=== rho_rotate ===
### Clock routing, rho_rotate

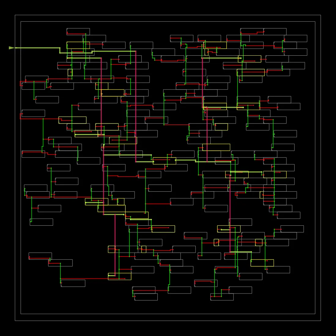
### Wiring by layer, rho_rotate

Bar = 20 um.
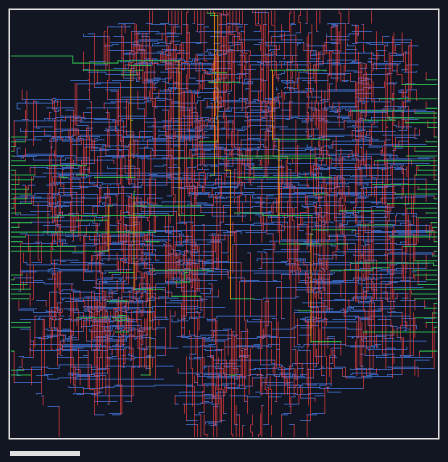
`src/rtl/encoder_pkg.sv`:
```
// rtl/encoder_pkg.sv - shared permutation constants, rho FSM encoding and rho offset table
package encoder_pkg;

    localparam int LANES  = 25;
    localparam int LANE_W = 64;

    typedef enum logic [2:0] {
        ST_IDLE  = 3'd0,
        ST_READ  = 3'd1,
        ST_LOAD  = 3'd2,
        ST_ROT   = 3'd3,
        ST_WRITE = 3'd4
    } rho_state_e;

    // Keccak rho offsets indexed by lane x+5y
    function automatic int unsigned rho_offset(input logic [4:0] lane);
        case (lane)
            5'd0:  return 0;
            5'd1:  return 1;
            5'd2:  return 62;
            5'd3:  return 28;
            5'd4:  return 27;
            5'd5:  return 36;
            5'd6:  return 44;
            5'd7:  return 6;
            5'd8:  return 55;
            5'd9:  return 20;
            5'd10: return 3;
            5'd11: return 10;
            5'd12: return 43;
            5'd13: return 25;
            5'd14: return 39;
            5'd15: return 41;
            5'd16: return 45;
            5'd17: return 15;
            5'd18: return 21;
            5'd19: return 8;
            5'd20: return 18;
            5'd21: return 2;
            5'd22: return 61;
            5'd23: return 56;
            5'd24: return 14;
            default: return 0;
        endcase
    endfunction

endpackage

```
`src/rtl/rho_offset_rom.sv`:
```
// rtl/rho_offset_rom.sv - combinational lane index to rotate count, reduced mod lane width
module rho_offset_rom
    import encoder_pkg::*;
#(
    parameter int W     = 64,
    parameter int CNT_W = 6
) (
    input  logic [4:0]       lane,
    output logic [CNT_W-1:0] offset
);

    assign offset = CNT_W'(rho_offset(lane) % W);

endmodule

```
`src/rtl/rho_rotate.sv`:
```
// rtl/rho_rotate.sv - rho stage: reads each of 25 lanes, rotates left one bit per cycle, writes it back out
module rho_rotate
    import encoder_pkg::*;
#(
    parameter int W     = LANE_W,
    parameter int CNT_W = 6
) (
    input  logic         clk,
    input  logic         rst,
    input  logic         start,
    output logic         src_rd,
    output logic [4:0]   src_addr,
    input  logic [W-1:0] src_data,
    output logic         dst_wr,
    output logic [4:0]   dst_addr,
    output logic [W-1:0] dst_data,
    output logic         ready
);

    rho_state_e       state, state_nxt;
    logic [4:0]       lane;
    logic [CNT_W-1:0] cnt;
    logic [CNT_W-1:0] rom_off;
    logic [W-1:0]     sr;
    logic [W-1:0]     dst_hold;

    rho_offset_rom #(.W(W), .CNT_W(CNT_W)) u_rom (
        .lane   (lane),
        .offset (rom_off)
    );

    always_ff @(posedge clk or negedge rst) begin
        if (!rst) begin
            state    <= ST_IDLE;
            lane     <= '0;
            cnt      <= '0;
            sr       <= '0;
            dst_hold <= '0;
        end else begin
            state <= state_nxt;
            case (state)
                ST_IDLE: if (start) lane <= '0;
                ST_LOAD: begin
                    sr  <= src_data;
                    cnt <= rom_off;
                end
                ST_ROT: begin
                    sr  <= {sr[W-2:0], sr[W-1]};
                    cnt <= cnt - CNT_W'(1);
                end
                ST_WRITE: begin
                    dst_hold <= sr;
                    if (lane != 5'(LANES - 1)) lane <= lane + 5'd1;
                end
                default: ;
            endcase
        end
    end

    always_comb begin
        state_nxt = state;
        case (state)
            ST_IDLE:  if (start) state_nxt = ST_READ;
            ST_READ:  state_nxt = ST_LOAD;
            ST_LOAD:  state_nxt = (rom_off != '0) ? ST_ROT : ST_WRITE;
            ST_ROT:   if (cnt == CNT_W'(1)) state_nxt = ST_WRITE;
            ST_WRITE: state_nxt = (lane == 5'(LANES - 1)) ? ST_IDLE : ST_READ;
            default:  state_nxt = ST_IDLE;
        endcase
    end

    // lane only advances on WRITE->READ, so both addresses hold steady between strobes
    assign src_rd   = (state == ST_READ);
    assign src_addr = lane;
    assign dst_wr   = (state == ST_WRITE);
    assign dst_addr = lane;
    assign dst_data = (state == ST_WRITE) ? sr : dst_hold;
    assign ready    = (state == ST_IDLE);

endmodule

```
`config.mk`:
```
export PLATFORM = sky130hd
export DESIGN_NAME = rho_rotate
export DESIGN_NICKNAME = d
export VERILOG_FILES = /design/src/rtl/encoder_pkg.sv /design/src/rtl/rho_offset_rom.sv /design/src/rtl/rho_rotate.sv
export SDC_FILE = /design/constraint.sdc
export NUM_CORES = 1
export LEC_CHECK = 0
export ABC_AREA = 1
export CORE_MARGIN = 2
export CORE_UTILIZATION = 45
export DETAILED_ROUTE_END_ITERATION = 10
export GPL_TIMING_DRIVEN = 0
export PLACE_DENSITY = 0.76
export SLEW_MARGIN = 20
export SYNTH_ARGS = -nofsm -noshare
export SYNTH_HDL_FRONTEND = slang
export SYNTH_SLANG_ARGS = --single-unit
```
`constraint.sdc`:
```
create_clock -name clk -period 1.8 [get_ports clk]
set_input_delay 0.27 -clock clk [delete_from_list [all_inputs] [get_ports clk]]
set_output_delay 0.27 -clock clk [all_outputs]
set_load 0.03 [all_outputs]
```
==> results.cfg <==
; implementation run metrics
[power_and_ir_drop]
leakagePower_nw = 4.70
p_per_area_nw_per_um2 = 829
power.switching_mw = 1.87
combPwrFrac_pct = 10.1
p_seq_share_pct = 42.1
ir_drop_uv = 560
switching_share_pct = 23.0
p_total_mw = 8.11
seq-power_mw = 3.42

[layout]
regArea_sq_um = 3560
layout.nonclk_buf_share_pct = 24.3
nets = 1017
sh_seq_area_pct = 36.4
combGateArea_sq_um = 2780
clkCellAreaFrac_pct = 6.63
logic_gates = 497
seq_cell_count = 142
drive_gt1_share_pct = 32.1
n_all_buffers = 233
nClkBuffers = 21
fin_util_pct = 71.0
comb_area_share_pct = 28.4
fillers = 1017

[logic_synthesis]
syn_inst = 731
top_cells_by_area = dfrtp_1 (56%), nand2_1 (19%), nand3_1 (4.0%), o221ai_1 (2.9%), o21ai_0 (2.4%)
xor_share_pct = 0.139
yosys_cells = 731
synth.cell_area_sq_um = 6300
ys_sh_simple_pct = 26.4
ys_async_sr_fraction_pct = 100
ff_type = dfrtp_1
ys_top_logic_family = simple AND/OR/NAND/NOR gates
netlist.area_leader.share_pct = 56.4
yosys.stat.seqShare_pct = 56.4

[global_routing]
use_met3_pct = 6.46
use_met1_pct = 33.5
grt.busiest_layer = met2
grt_pass1_vias = 5565

[worst_setup_path]
cp_top_family = buffers and inverters
cp_data_arrival_time_ns = 1.73
r2r_slack_ns = 0.04
cp-start-kind = register
r2r-end = state[2]
cp.depth = 6
required_ns = 1.53

[status]
status = finished, violations left
violations = negative setup slack

[final_timing]
fin_ws_ns = -0.200
rsz0062_at_grt = true
setup_viol = 66
tightestPinTransition_ns = 0.507
period_used_pct = 111
maxSlewViolCount = 0

[drt]
drt_first_iter_violations = 430
top_layer = met4
vias_per_cell = 5.15

[clocking]
holdBufCountCts = 1

[job]
maxCapViolations = 0

[die]
io_pins = 144
dieWidth_um = 122

[placed_design]
place_inst = 1055
place.gp.congestion = 0.859
Notes on 'Clock routing' of rho_rotate above:
clock latency at the later pin of the worst-skew pair: 0.42 ns
Clock Sinks: 142

Notes on 'Wiring by layer' of rho_rotate above:
legend:
  green:
    layer: metal 3
    wire_length: 1120 um
  red:
    layer: metal 2
    wire_length: 9050 um
  orange:
    layer: metal 4
    wire_length: 331 um
  blue:
    layer: metal 1
    wire_length: 8300 um
Wirelength per Cell: 16.6 um
WL final: 18800 um
All-Layer GR Usage: 24.6%
total number of vias: 5844


=== fetch_unit ===
### Cells by drive strength, fetch_unit

Bar = 50 um.
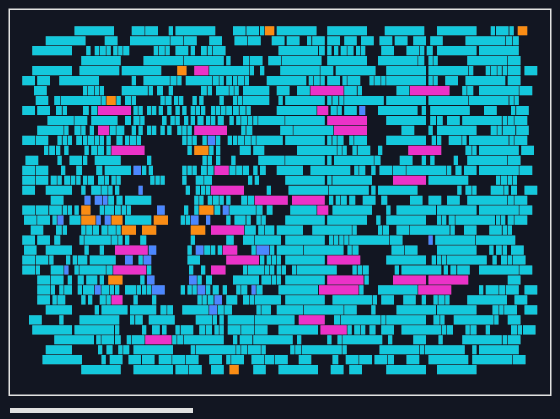
### Wiring by layer, fetch_unit

Bar = 50 um.
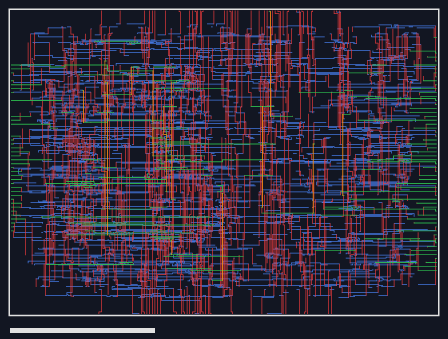
### Register map, names as in the netlist, fetch_unit

Bar = 50 um.
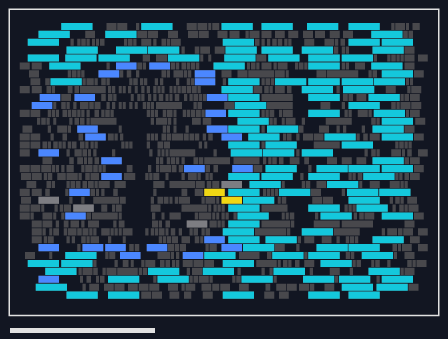
`src/rtl/core_pkg.sv`:
```
// ============================================================================
// core_pkg : shared types and constants for the core front end
// Rev 1.0
// ============================================================================
`default_nettype none

package core_pkg;

   localparam int XLEN = 32;
   localparam logic [XLEN-1:0] NOP_INSTR = 32'h0000_0013;

   typedef struct packed {
      logic [XLEN-1:0] pc;
      logic [XLEN-1:0] instr;
   } fetch_entry_t;

endpackage

`default_nettype wire

```
`src/rtl/fetch_buffer.sv`:
```
// ============================================================================
// fetch_buffer : in-order circular FIFO of {pc, instr} entries with flush
// Rev 1.0
// ============================================================================
`default_nettype none

module fetch_buffer
   import core_pkg::*;
#(
   parameter int unsigned DEPTH = 2
) (
   input  logic         clk,
   input  logic         rst_n,
   input  logic         flush,
   input  logic         push,
   input  logic         pop,
   input  fetch_entry_t push_entry,
   output fetch_entry_t head,
   output logic         full,
   output logic         empty
);

   localparam int unsigned PW = (DEPTH > 1) ? $clog2(DEPTH) : 1;
   localparam int unsigned CW = $clog2(DEPTH + 1);
   localparam logic [CW-1:0] FULL_COUNT = CW'(DEPTH);

   fetch_entry_t  mem [DEPTH];
   logic [PW-1:0] rd_ptr;
   logic [PW-1:0] wr_ptr;
   logic [CW-1:0] count;

   // Pointers wrap naturally because DEPTH is a power of two.
   always_ff @(posedge clk) begin
      if (!rst_n) begin
         rd_ptr <= '0;
         wr_ptr <= '0;
         count  <= '0;
      end else if (flush) begin
         rd_ptr <= '0;
         wr_ptr <= '0;
         count  <= '0;
      end else begin
         if (push) wr_ptr <= wr_ptr + 1'b1;
         if (pop)  rd_ptr <= rd_ptr + 1'b1;
         case ({push, pop})
            2'b10:   count <= count + 1'b1;
            2'b01:   count <= count - 1'b1;
            default: count <= count;
         endcase
      end
   end

   always_ff @(posedge clk) begin
      if (push && !flush) mem[wr_ptr] <= push_entry;
   end

   assign head  = mem[rd_ptr];
   assign full  = (count == FULL_COUNT);
   assign empty = (count == '0);

endmodule

`default_nettype wire

```
`src/rtl/fetch_unit.sv`:
```
// ============================================================================
// fetch_unit : fetch PC owner, feeds zero-latency imem into a decode buffer
// Rev 1.0
// ============================================================================
`default_nettype none

module fetch_unit
   import core_pkg::*;
#(
   parameter logic [31:0] RESET_PC  = 32'h0000_0000,
   parameter int unsigned BUF_DEPTH = 2
) (
   input  logic        clk,
   input  logic        rst_n,
   output logic [31:0] imem_pc,
   input  logic [31:0] imem_instr,
   input  logic        redirect_valid,
   input  logic [31:0] redirect_pc,
   output logic        out_valid,
   input  logic        out_ready,
   output logic [31:0] out_instr,
   output logic [31:0] out_pc,
   output logic        misalign_err
);

   logic [XLEN-1:0] fetch_pc;
   logic            push;
   logic            pop;
   logic            full;
   logic            empty;
   fetch_entry_t    head;
   fetch_entry_t    fetch_entry;

   assign imem_pc     = fetch_pc;
   assign out_valid   = !empty;
   assign pop         = out_valid & out_ready;
   // A full buffer can still accept when the head leaves in the same cycle.
   assign push        = !redirect_valid & (!full | pop);
   assign fetch_entry = '{pc: fetch_pc, instr: imem_instr};

   fetch_buffer #(
      .DEPTH (BUF_DEPTH)
   ) u_fetch_buffer (
      .clk        (clk),
      .rst_n      (rst_n),
      .flush      (redirect_valid),
      .push       (push),
      .pop        (pop),
      .push_entry (fetch_entry),
      .head       (head),
      .full       (full),
      .empty      (empty)
   );

   always_ff @(posedge clk) begin
      if (!rst_n) begin
         fetch_pc     <= RESET_PC;
         misalign_err <= 1'b0;
      end else begin
         if (redirect_valid)
            fetch_pc <= {redirect_pc[31:2], 2'b00};
         else if (push)
            fetch_pc <= fetch_pc + 32'd4;
         if (redirect_valid && (redirect_pc[1:0] != 2'b00))
            misalign_err <= 1'b1;
      end
   end

   assign out_instr = out_valid ? head.instr : NOP_INSTR;
   assign out_pc    = out_valid ? head.pc    : 32'd0;

endmodule

`default_nettype wire

```
`config.mk`:
```
export PLATFORM = sky130hd
export DESIGN_NAME = fetch_unit
export DESIGN_NICKNAME = d
export VERILOG_FILES = /design/src/rtl/core_pkg.sv /design/src/rtl/fetch_buffer.sv /design/src/rtl/fetch_unit.sv
export SDC_FILE = /design/constraint.sdc
export NUM_CORES = 1
export LEC_CHECK = 0
export ABC_AREA = 1
export ABC_CLOCK_PERIOD_IN_PS = 5200
export CAP_MARGIN = 5
export CORE_ASPECT_RATIO = 0.7
export CORE_MARGIN = 3
export CORE_UTILIZATION = 50
export DETAILED_ROUTE_END_ITERATION = 10
export GPL_TIMING_DRIVEN = 0
export HOLD_SLACK_MARGIN = 0.03
export PLACE_DENSITY = 0.77
export SKIP_LAST_GASP = 1
export SLEW_MARGIN = 20
export SYNTH_ARGS = -nofsm -noshare
export SYNTH_HDL_FRONTEND = slang
export SYNTH_SLANG_ARGS = --single-unit
```
`constraint.sdc`:
```
create_clock -name clk -period 5.2 [get_ports clk]
set_input_delay 0.52 -clock clk [delete_from_list [all_inputs] [get_ports clk]]
set_output_delay 0.52 -clock clk [all_outputs]
set_load 0.05 [all_outputs]
```
==> results.cfg <==
; implementation run metrics
[die]
coreArea_sq_um = 13400
chipArea_sq_um = 15500
io_pins = 166

[layout]
regArea_sq_um = 4440
largest_reg_flops = 124
n_all_inverters = 45
combGateArea_sq_um = 2260
logic_gates = 494
sh_seq_area_pct = 46.3
top_register = u_fetch_buffer.mem
final_common_cell = nand2_1
layout.nonclk_buf_share_pct = 19.3
drive_gt1_share_pct = 8.30
biggestCellCategory = flip-flops and latches
nClkBuffers = 17
clkCellAreaFrac_pct = 6.69

[clocking]
cts_resized = 0
path_clk_slew_ns = 0.07
htreeDepth = 4
postCtsSetupRepairBufs = 0

[min_path]
min_path_cells = 2
worstHoldEndpoint = misalign_err

[power_and_ir_drop]
power.switching_uw = 856
p_total_mw = 3.27
ir_drop_uv = 290
p_int_mw = 2.42
powerComb_uw = 421
dominant_power_group = registers

[logic_synthesis]
yosys_area_sq_um = 6990
netlist.area_leader.share_pct = 53.2
netlist_top_cells_count = nand2_1 (247), edfxtp_1 (124), a21oi_1 (87), nor2_1 (53), inv_1 (38)
edf_count = 124
ff_type = edfxtp_1
synth_top_cell_by_count = nand2_1
fa_ha_area_share_pct = 0.358
top_cells_by_area = edfxtp_1 (53%), nand2_1 (13%), dfxtp_1 (10%), a21oi_1 (6.2%), nor2_1 (2.8%)
synth.cell_area_sq_um = 6990

[global_routing]
grt_overflow_total = 0
grt_max_degree = 27
met2_usage_pct = 39.5
grt_pass1_wl_um = 30700

[placed_design]
place_inst = 1082
dp.final_hpwl_um = 13700

[worst_setup_path]
path_buffers = 3
cp_cell_sequence = clkbuf_1 > clkbuf_1 > nand2_1 > a21oi_1 > clkdlybuf4s50_1
crit_fanout = 10
slowest_delay_ns = 0.83
worstReg2RegStart = u_fetch_buffer.count[0]
setup.worst_path.end = out_pc[11]
critPathSlowestCell = clkdlybuf4s50_1
cp.depth = 5
path_common_cell = clkbuf_1

[job]
maxCapViolations = 0

[final_timing]
post-route-min-period_ns = 3.41
worst_clock_skew_ns = 0.0120
fmax_ghz = 0.293
setup_viol = 0
tightestPinTransition_ns = 0.679
maxSlewViolCount = 0
rsz0062_at_grt = false

[status]
status = finished clean

[drt]
detail-route-antenna-nets = 0
vias = 5840
## Picture notes: 'Cells by drive strength' of fetch_unit
legend:
  magenta:
    size: _6 and larger
    cells: 33
    share: 3.6%
  blue:
    size: _2 cells
    cells: 29
    share: 3.1%
  orange:
    size: _3 and _4 cells
    cells: 15
    share: 1.6%
  cyan:
    size: _0 and _1 cells
    cells: 851
    share: 92%
Buffers, non-clock: 198
fin area: 9590 sq um
Area Overhead vs Synth: 37.2%
worst setup margin: 1.79 ns

## Picture notes: 'Wiring by layer' of fetch_unit
legend:
  blue:
    layer: metal 1
    wire_length: 8540 um
  green:
    layer: metal 3
    wire_length: 1600 um
  orange:
    layer: metal 4
    wire_length: 380 um
  red:
    layer: metal 2
    wire_length: 8780 um

## Picture notes: 'Register map, names as in the netlist' of fetch_unit
legend:
  blue:
    netlist_name: imem_pc
    placed_flops: 30
  yellow:
    netlist_name: u_fetch_buffer.count
    placed_flops: 2
  cyan:
    netlist_name: u_fetch_buffer.mem
    placed_flops: 124
    where: widely spread
not coloured: 4


=== switch_box_config_loader_flat ===
### Wires at chosen ports, followed through buffers, switch_box_config_loader_flat

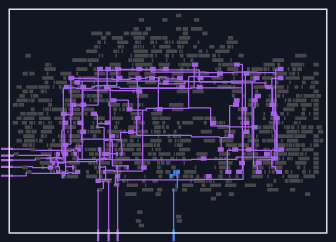
$ cat config.mk
export PLATFORM = sky130hd
export DESIGN_NAME = switch_box_config_loader_flat
export DESIGN_NICKNAME = d
export VERILOG_FILES = /design/src/rtl/switch_box_config_loader_if.sv /design/src/rtl/switch_box_config_loader.sv /design/src/flat_wrapper.sv
export SDC_FILE = /design/constraint.sdc
export NUM_CORES = 1
export LEC_CHECK = 0
export CORE_ASPECT_RATIO = 0.7
export CORE_UTILIZATION = 25
export DETAILED_ROUTE_END_ITERATION = 10
export SLEW_MARGIN = 20
export SYNTH_ARGS = -nofsm -noshare
export SYNTH_HDL_FRONTEND = slang
export SYNTH_SLANG_ARGS = --single-unit
$ cat constraint.sdc
create_clock -name clk -period 2 [get_ports clk]
set_input_delay 0.3 -clock clk [delete_from_list [all_inputs] [get_ports clk]]
set_output_delay 0.3 -clock clk [all_outputs]
set_load 0.005 [all_outputs]
$ cat src/rtl/switch_box_config_loader_if.sv
// Config stream and status bundle between the fabric config controller
// (master) and one switch_box_config_loader (slave).
interface switch_box_config_loader_if #(
  parameter int unsigned W_IN  = 8,
  parameter int unsigned CFG_W = 72
);
  logic             start;
  logic             abort;
  logic             in_valid;
  logic             in_ready;
  logic [W_IN-1:0]  in_data;
  logic             busy;
  logic             done;
  logic             err;
  logic [CFG_W-1:0] c;

  modport master (
    output start, abort, in_valid, in_data,
    input  in_ready, busy, done, err, c
  );

  modport slave (
    input  start, abort, in_valid, in_data,
    output in_ready, busy, done, err, c
  );
endinterface

$ cat src/rtl/switch_box_config_loader.sv
// Word-serial configuration loader for universal_switch_box. Data words are
// assembled LSB-first into a shadow register; a trailing XOR checksum word
// decides whether the shadow is committed atomically to c.
module switch_box_config_loader #(
  parameter int unsigned WS   = 8,
  parameter int unsigned WD   = 8,
  parameter int unsigned W_IN = 8
) (
  input  logic                    clk,
  input  logic                    rst_n,
  switch_box_config_loader_if.slave bus
);

  localparam int unsigned CFG_W  = WS*6 + (WD/2)*6;
  localparam int unsigned NWORDS = (CFG_W + W_IN - 1) / W_IN;
  localparam int unsigned CNT_W  = $clog2(NWORDS + 1);

  typedef enum logic [1:0] {
    IDLE,
    LOAD,
    CHECK
  } state_t;

  state_t           state_q, state_d;
  logic [CNT_W-1:0] cnt_q,    cnt_d;
  logic [W_IN-1:0]  xor_q,    xor_d;
  logic [CFG_W-1:0] shadow_q, shadow_d;
  logic [CFG_W-1:0] c_q,      c_d;
  logic             done_q,   done_d;
  logic             err_q,    err_d;
  logic             hs;

  assign hs = bus.in_valid && (state_q != IDLE);

  // State and datapath registers with synchronous active-low reset.
  always_ff @(posedge clk) begin
    if (!rst_n) begin
      state_q  <= IDLE;
      cnt_q    <= '0;
      xor_q    <= '0;
      shadow_q <= '0;
      c_q      <= '0;
      done_q   <= 1'b0;
      err_q    <= 1'b0;
    end else begin
      state_q  <= state_d;
      cnt_q    <= cnt_d;
      xor_q    <= xor_d;
      shadow_q <= shadow_d;
      c_q      <= c_d;
      done_q   <= done_d;
      err_q    <= err_d;
    end
  end

  // Next-state logic: word capture, running checksum, commit decision.
  always_comb begin
    state_d  = state_q;
    cnt_d    = cnt_q;
    xor_d    = xor_q;
    shadow_d = shadow_q;
    c_d      = c_q;
    done_d   = 1'b0;
    err_d    = 1'b0;
    unique case (state_q)
      IDLE: begin
        if (bus.start) begin
          state_d = LOAD;
          cnt_d   = '0;
          xor_d   = '0;
        end
      end
      LOAD: begin
        if (bus.abort) begin
          state_d = IDLE;
        end else if (hs) begin
          // Bit-wise select keeps the padding bits of the last word out of
          // the shadow while the full word still enters the checksum.
          for (int unsigned i = 0; i < CFG_W; i++) begin
            if ((i / W_IN) == 32'(cnt_q)) begin
              shadow_d[i] = bus.in_data[i % W_IN];
            end
          end
          xor_d = xor_q ^ bus.in_data;
          cnt_d = cnt_q + CNT_W'(1);
          if (cnt_q == CNT_W'(NWORDS - 1)) begin
            state_d = CHECK;
          end
        end
      end
      CHECK: begin
        if (bus.abort) begin
          state_d = IDLE;
        end else if (hs) begin
          state_d = IDLE;
          if (bus.in_data == xor_q) begin
            c_d    = shadow_q;
            done_d = 1'b1;
          end else begin
            err_d  = 1'b1;
          end
        end
      end
      default: state_d = IDLE;
    endcase
  end

  assign bus.in_ready = (state_q != IDLE);
  assign bus.busy     = (state_q != IDLE);
  assign bus.done     = done_q;
  assign bus.err      = err_q;
  assign bus.c        = c_q;

endmodule

$ cat src/flat_wrapper.sv
// flat-port wrapper written by rule: the top's interface ports become plain ports
module switch_box_config_loader_flat 
#(
  parameter int unsigned WS   = 8,
  parameter int unsigned WD   = 8,
  parameter int unsigned W_IN = 8
)
  (clk, rst_n, bus_start, bus_abort, bus_in_valid, bus_in_data, bus_in_ready, bus_busy, bus_done, bus_err, bus_c);
  switch_box_config_loader_if #(.W_IN(W_IN), .CFG_W(72)) bus_i ();
  input  logic clk;
  input  logic rst_n;
  input wire logic [$bits(bus_i.start)-1:0] bus_start;
  input wire logic [$bits(bus_i.abort)-1:0] bus_abort;
  input wire logic [$bits(bus_i.in_valid)-1:0] bus_in_valid;
  input wire logic [$bits(bus_i.in_data)-1:0] bus_in_data;
  output wire logic [$bits(bus_i.in_ready)-1:0] bus_in_ready;
  output wire logic [$bits(bus_i.busy)-1:0] bus_busy;
  output wire logic [$bits(bus_i.done)-1:0] bus_done;
  output wire logic [$bits(bus_i.err)-1:0] bus_err;
  output wire logic [$bits(bus_i.c)-1:0] bus_c;
  assign bus_i.start = bus_start;
  assign bus_i.abort = bus_abort;
  assign bus_i.in_valid = bus_in_valid;
  assign bus_i.in_data = bus_in_data;
  assign bus_in_ready = bus_i.in_ready;
  assign bus_busy = bus_i.busy;
  assign bus_done = bus_i.done;
  assign bus_err = bus_i.err;
  assign bus_c = bus_i.c;
  switch_box_config_loader #(.WS(WS), .WD(WD), .W_IN(W_IN)) u_core (.clk(clk), .rst_n(rst_n), .bus(bus_i));
endmodule
==> results.cfg <==
; implementation run metrics
[status]
status = finished clean

[power_and_ir_drop]
dominant_power_group = the clock network
p_per_area_nw_per_um2 = 797
powerClk_mw = 3.25
power_frac_clock_pct = 48.4
seq-power_mw = 3.20

[die]
fp_util_pct = 25.6
chipArea_sq_um = 26000
tap_cells = 325
dieWidth_um = 192

[global_routing]
grtUsageTotal_pct = 12.9
grt.busiest_layer = met2
grt_max_degree = 78

[final_timing]
rsz0062_at_grt = false
period_used_pct = 90.2
post-route-min-period_ns = 1.80
final-hold-violation-count = 0

[drt]
met2WireLength_um = 6530
drc = 0

[logic_synthesis]
edf_count = 0
ff_type = dfxtp_1
ys_warn_count = 0
synth_cell_type_count = 37
yosys.stat.seqShare_pct = 50.5
synthAoiAreaFrac_pct = 11.1
synth_top_cell_by_count = dfxtp_1
xor_share_pct = 0.829
synth_area_per_cell_sq_um = 9.34
ys_sh_simple_pct = 21.6
syn-num-nets = 696

[layout]
comb_area_share_pct = 34.4
area_delta_synth_final_pct = 33.0
n_all_buffers = 126

[clocking]
clkLatencyLatePin_ns = 0.43
cts_sinks = 160
cts_tree = yes

[worst_setup_path]
path_class = reg2out
slowest_delay_ns = 0.50

[job]
maxCapViolations = 0

[placed_design]
place_inst = 1078
pre_cts_ws_ns = -0.212
Notes on 'Wires at chosen ports, followed through buffers' of switch_box_config_loader_flat above:
legend:
  purple:
    port: bus_in_data
    direction: input
    end_cells: 96
    buffers: 19
    wire: 2490 um
  blue:
    port: bus_start
    direction: input
    end_cells: 3
    buffers: 1
    wire: 41.2 um
I/O pin total: 89
Port Buffers: 88


=== hazard_stall_ctrl ===
### Clock routing, hazard_stall_ctrl

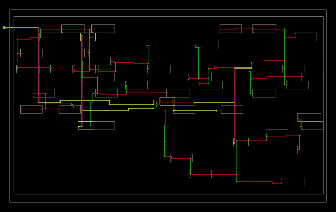
===== src/rtl/hazard_stall_ctrl.sv =====
// hazard_stall_ctrl: load-use/RAW stall, branch flush and memory-wait freeze control with perf counters
module hazard_stall_ctrl #(
  parameter int REG_ADDR_LEN = 5,
  parameter int TIMEOUT = 255,
  parameter int CNT_W = 16
) (
  input  logic                    clk,
  input  logic                    rst,
  input  logic                    forward_EN,
  input  logic [REG_ADDR_LEN-1:0] Rs_ID,
  input  logic [REG_ADDR_LEN-1:0] Rt_ID,
  input  logic                    two_src_ID,
  input  logic [REG_ADDR_LEN-1:0] EXE_Dest,
  input  logic                    EXE_WB_EN,
  input  logic                    EXE_MEM_R_EN,
  input  logic [REG_ADDR_LEN-1:0] MEM_Dest,
  input  logic                    MEM_WB_EN,
  input  logic                    Br_taken_EXE,
  input  logic                    mem_req_MEM,
  input  logic                    mem_ready,
  output logic                    freeze_PC,
  output logic                    freeze_IF_ID,
  output logic                    bubble_ID_EXE,
  output logic                    flush_IF_ID,
  output logic                    freeze_pipe,
  output logic                    mem_timeout,
  output logic [CNT_W-1:0]        stall_cnt,
  output logic [CNT_W-1:0]        flush_cnt
);
  localparam int WW = $clog2(TIMEOUT + 1);
  localparam logic [WW-1:0] TMO = WW'(TIMEOUT);
  typedef enum logic [1:0] {RUN, WAIT, ERR} state_t;
  state_t state;
  logic [WW-1:0] wait_ctr;
  logic timeout_q, m_exe, m_mem, haz, mwait, do_flush, do_stall;
  // register 0 is hardwired, so it can never be a hazard source
  assign m_exe = |EXE_Dest && (Rs_ID == EXE_Dest || (two_src_ID && Rt_ID == EXE_Dest));
  assign m_mem = |MEM_Dest && (Rs_ID == MEM_Dest || (two_src_ID && Rt_ID == MEM_Dest));
  // with forwarding only a load in EXE can't be bypassed; without it every in-flight writer stalls
  assign haz = forward_EN ? EXE_MEM_R_EN && m_exe : (EXE_WB_EN && m_exe) || (MEM_WB_EN && m_mem);
  // a ready response in WAIT releases the freeze in the same cycle
  assign mwait = state == ERR || (state == WAIT ? !mem_ready : mem_req_MEM && !mem_ready);
  assign do_flush = !rst && !mwait && Br_taken_EXE;
  assign do_stall = !rst && !mwait && !Br_taken_EXE && haz;
  assign freeze_pipe = !rst && mwait;
  assign flush_IF_ID = do_flush;
  assign bubble_ID_EXE = do_flush || do_stall;
  assign freeze_PC = do_stall;
  assign freeze_IF_ID = do_stall;
  assign mem_timeout = timeout_q && !rst;
  // memory-wait tracker: counts consecutive wait cycles and latches a stuck memory as an error
  always_ff @(posedge clk) begin
    if (rst) begin
      state <= RUN;
      wait_ctr <= '0;
      timeout_q <= 1'b0;
    end else begin
      unique case (state)
        RUN: if (mem_req_MEM && !mem_ready) begin
          state <= WAIT;
          wait_ctr <= WW'(1);
        end
        WAIT: if (mem_ready) begin
          state <= RUN;
          wait_ctr <= '0;
        end else if (wait_ctr == TMO) begin
          state <= ERR;
          timeout_q <= 1'b1;
        end else begin
          wait_ctr <= wait_ctr + 1'b1;
        end
        ERR: state <= ERR;
        default: state <= RUN;
      endcase
    end
  end
  // saturating performance counters for hazard stalls and branch flushes
  always_ff @(posedge clk) begin
    if (rst) begin
      stall_cnt <= '0;
      flush_cnt <= '0;
    end else begin
      stall_cnt <= do_stall && !(&stall_cnt) ? stall_cnt + 1'b1 : stall_cnt;
      flush_cnt <= do_flush && !(&flush_cnt) ? flush_cnt + 1'b1 : flush_cnt;
    end
  end
endmodule


===== config.mk =====
export PLATFORM = sky130hd
export DESIGN_NAME = hazard_stall_ctrl
export DESIGN_NICKNAME = d
export VERILOG_FILES = /design/src/rtl/hazard_stall_ctrl.sv
export SDC_FILE = /design/constraint.sdc
export NUM_CORES = 1
export LEC_CHECK = 0
export ABC_AREA = 1
export ABC_CLOCK_PERIOD_IN_PS = 2350
export CAP_MARGIN = 5
export CORE_ASPECT_RATIO = 0.6
export CORE_UTILIZATION = 42
export DETAILED_ROUTE_END_ITERATION = 12
export PLACE_DENSITY = 0.7
export SLEW_MARGIN = 20
export SYNTH_ARGS = -nofsm -noshare
export SYNTH_HDL_FRONTEND = slang
export SYNTH_SLANG_ARGS = --single-unit

===== constraint.sdc =====
create_clock -name clk -period 2.35 [get_ports clk]
set_clock_uncertainty 0.15 [all_clocks]
set_input_delay 0.47 -clock clk [delete_from_list [all_inputs] [get_ports clk]]
set_output_delay 0.47 -clock clk [all_outputs]
set_load 0.1 [all_outputs]

==> results.cfg <==
; implementation run metrics
[logic_synthesis]
synth_area_per_cell_sq_um = 6.06
netlist.area_leader.share_pct = 31.1
yosys_area_sq_um = 2770
netlist_top_cells_count = nand2_1 (123), inv_1 (76), nor2_1 (63), dfxtp_1 (43), nand3_1 (42)
yosys.stat.seqShare_pct = 31.1
synth_top_cell_by_area = dfxtp_1
fa_ha_area_share_pct = 1.36

[global_routing]
grt_overflow_total = 0
grt.busiest_layer = met2
grtUsageTotal_pct = 23.0

[clocking]
cts_resized = 82
postCtsSetupRepairBufs = 2
holdBufCountCts = 0
cts_buffer_depth = 2

[drt]
met2WireLength_um = 3130
vias = 3112
wl_met3_um = 461
drc = 0
detail-route-antenna-nets = 0

[layout]
fillers = 620
fin_cells = 635
mostFrequentLayoutCells = nand2_1 (114), inv_1 (66), buf_4 (60), nor2_1 (58), nand3_1 (38)
regArea_sq_um = 883
reg_top3 = flush_cnt (16), stall_cnt (16), wait_ctr (8)

[final_timing]
final.setup.tns_ns = 0
maxSlewViolCount = 0

[status]
status = finished clean

[power_and_ir_drop]
p_total_mw = 1.66

[worst_setup_path]
slowest_delay_ns = 0.23
path_buffers = 3
worst_setup_path_end_kind = primary output
worstReg2RegStart = flush_cnt[0]
required_ns = 1.73
crit_fanout = 3
r2r_slack_ns = 0.19
reg2reg_depth = 11

[die]
chipArea_sq_um = 6930
About 'Clock routing' of hazard_stall_ctrl:
FF+latch count: 43
Clock Sinks: 43
cts bufs inserted: 5
clock latency at the later pin of the worst-skew pair: 0.31 ns



## Gallery

Register map, names as in the netlist.
picture 1
Bar = 20 um.
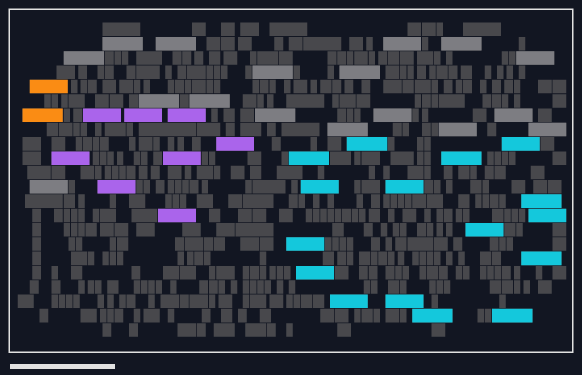
picture 2
Bar = 20 um.
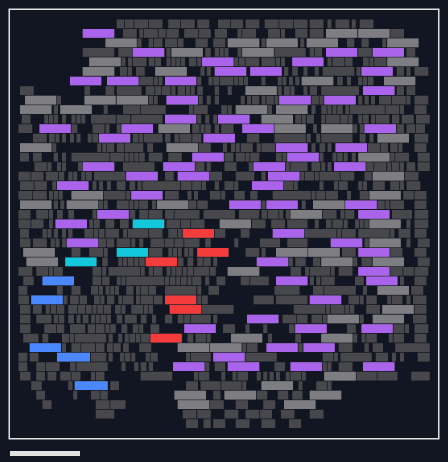
picture 3
Bar = 50 um.
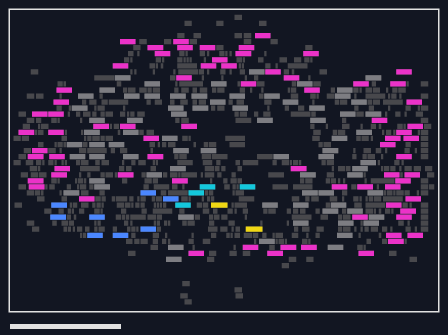
The one with the smallest die is picture 1.
The one with the largest die is picture 3.
| picture | from |
|---|---|
| picture 2 | rho_rotate |
| picture 1 | hazard_stall_ctrl |
| picture 3 | switch_box_config_loader_flat |

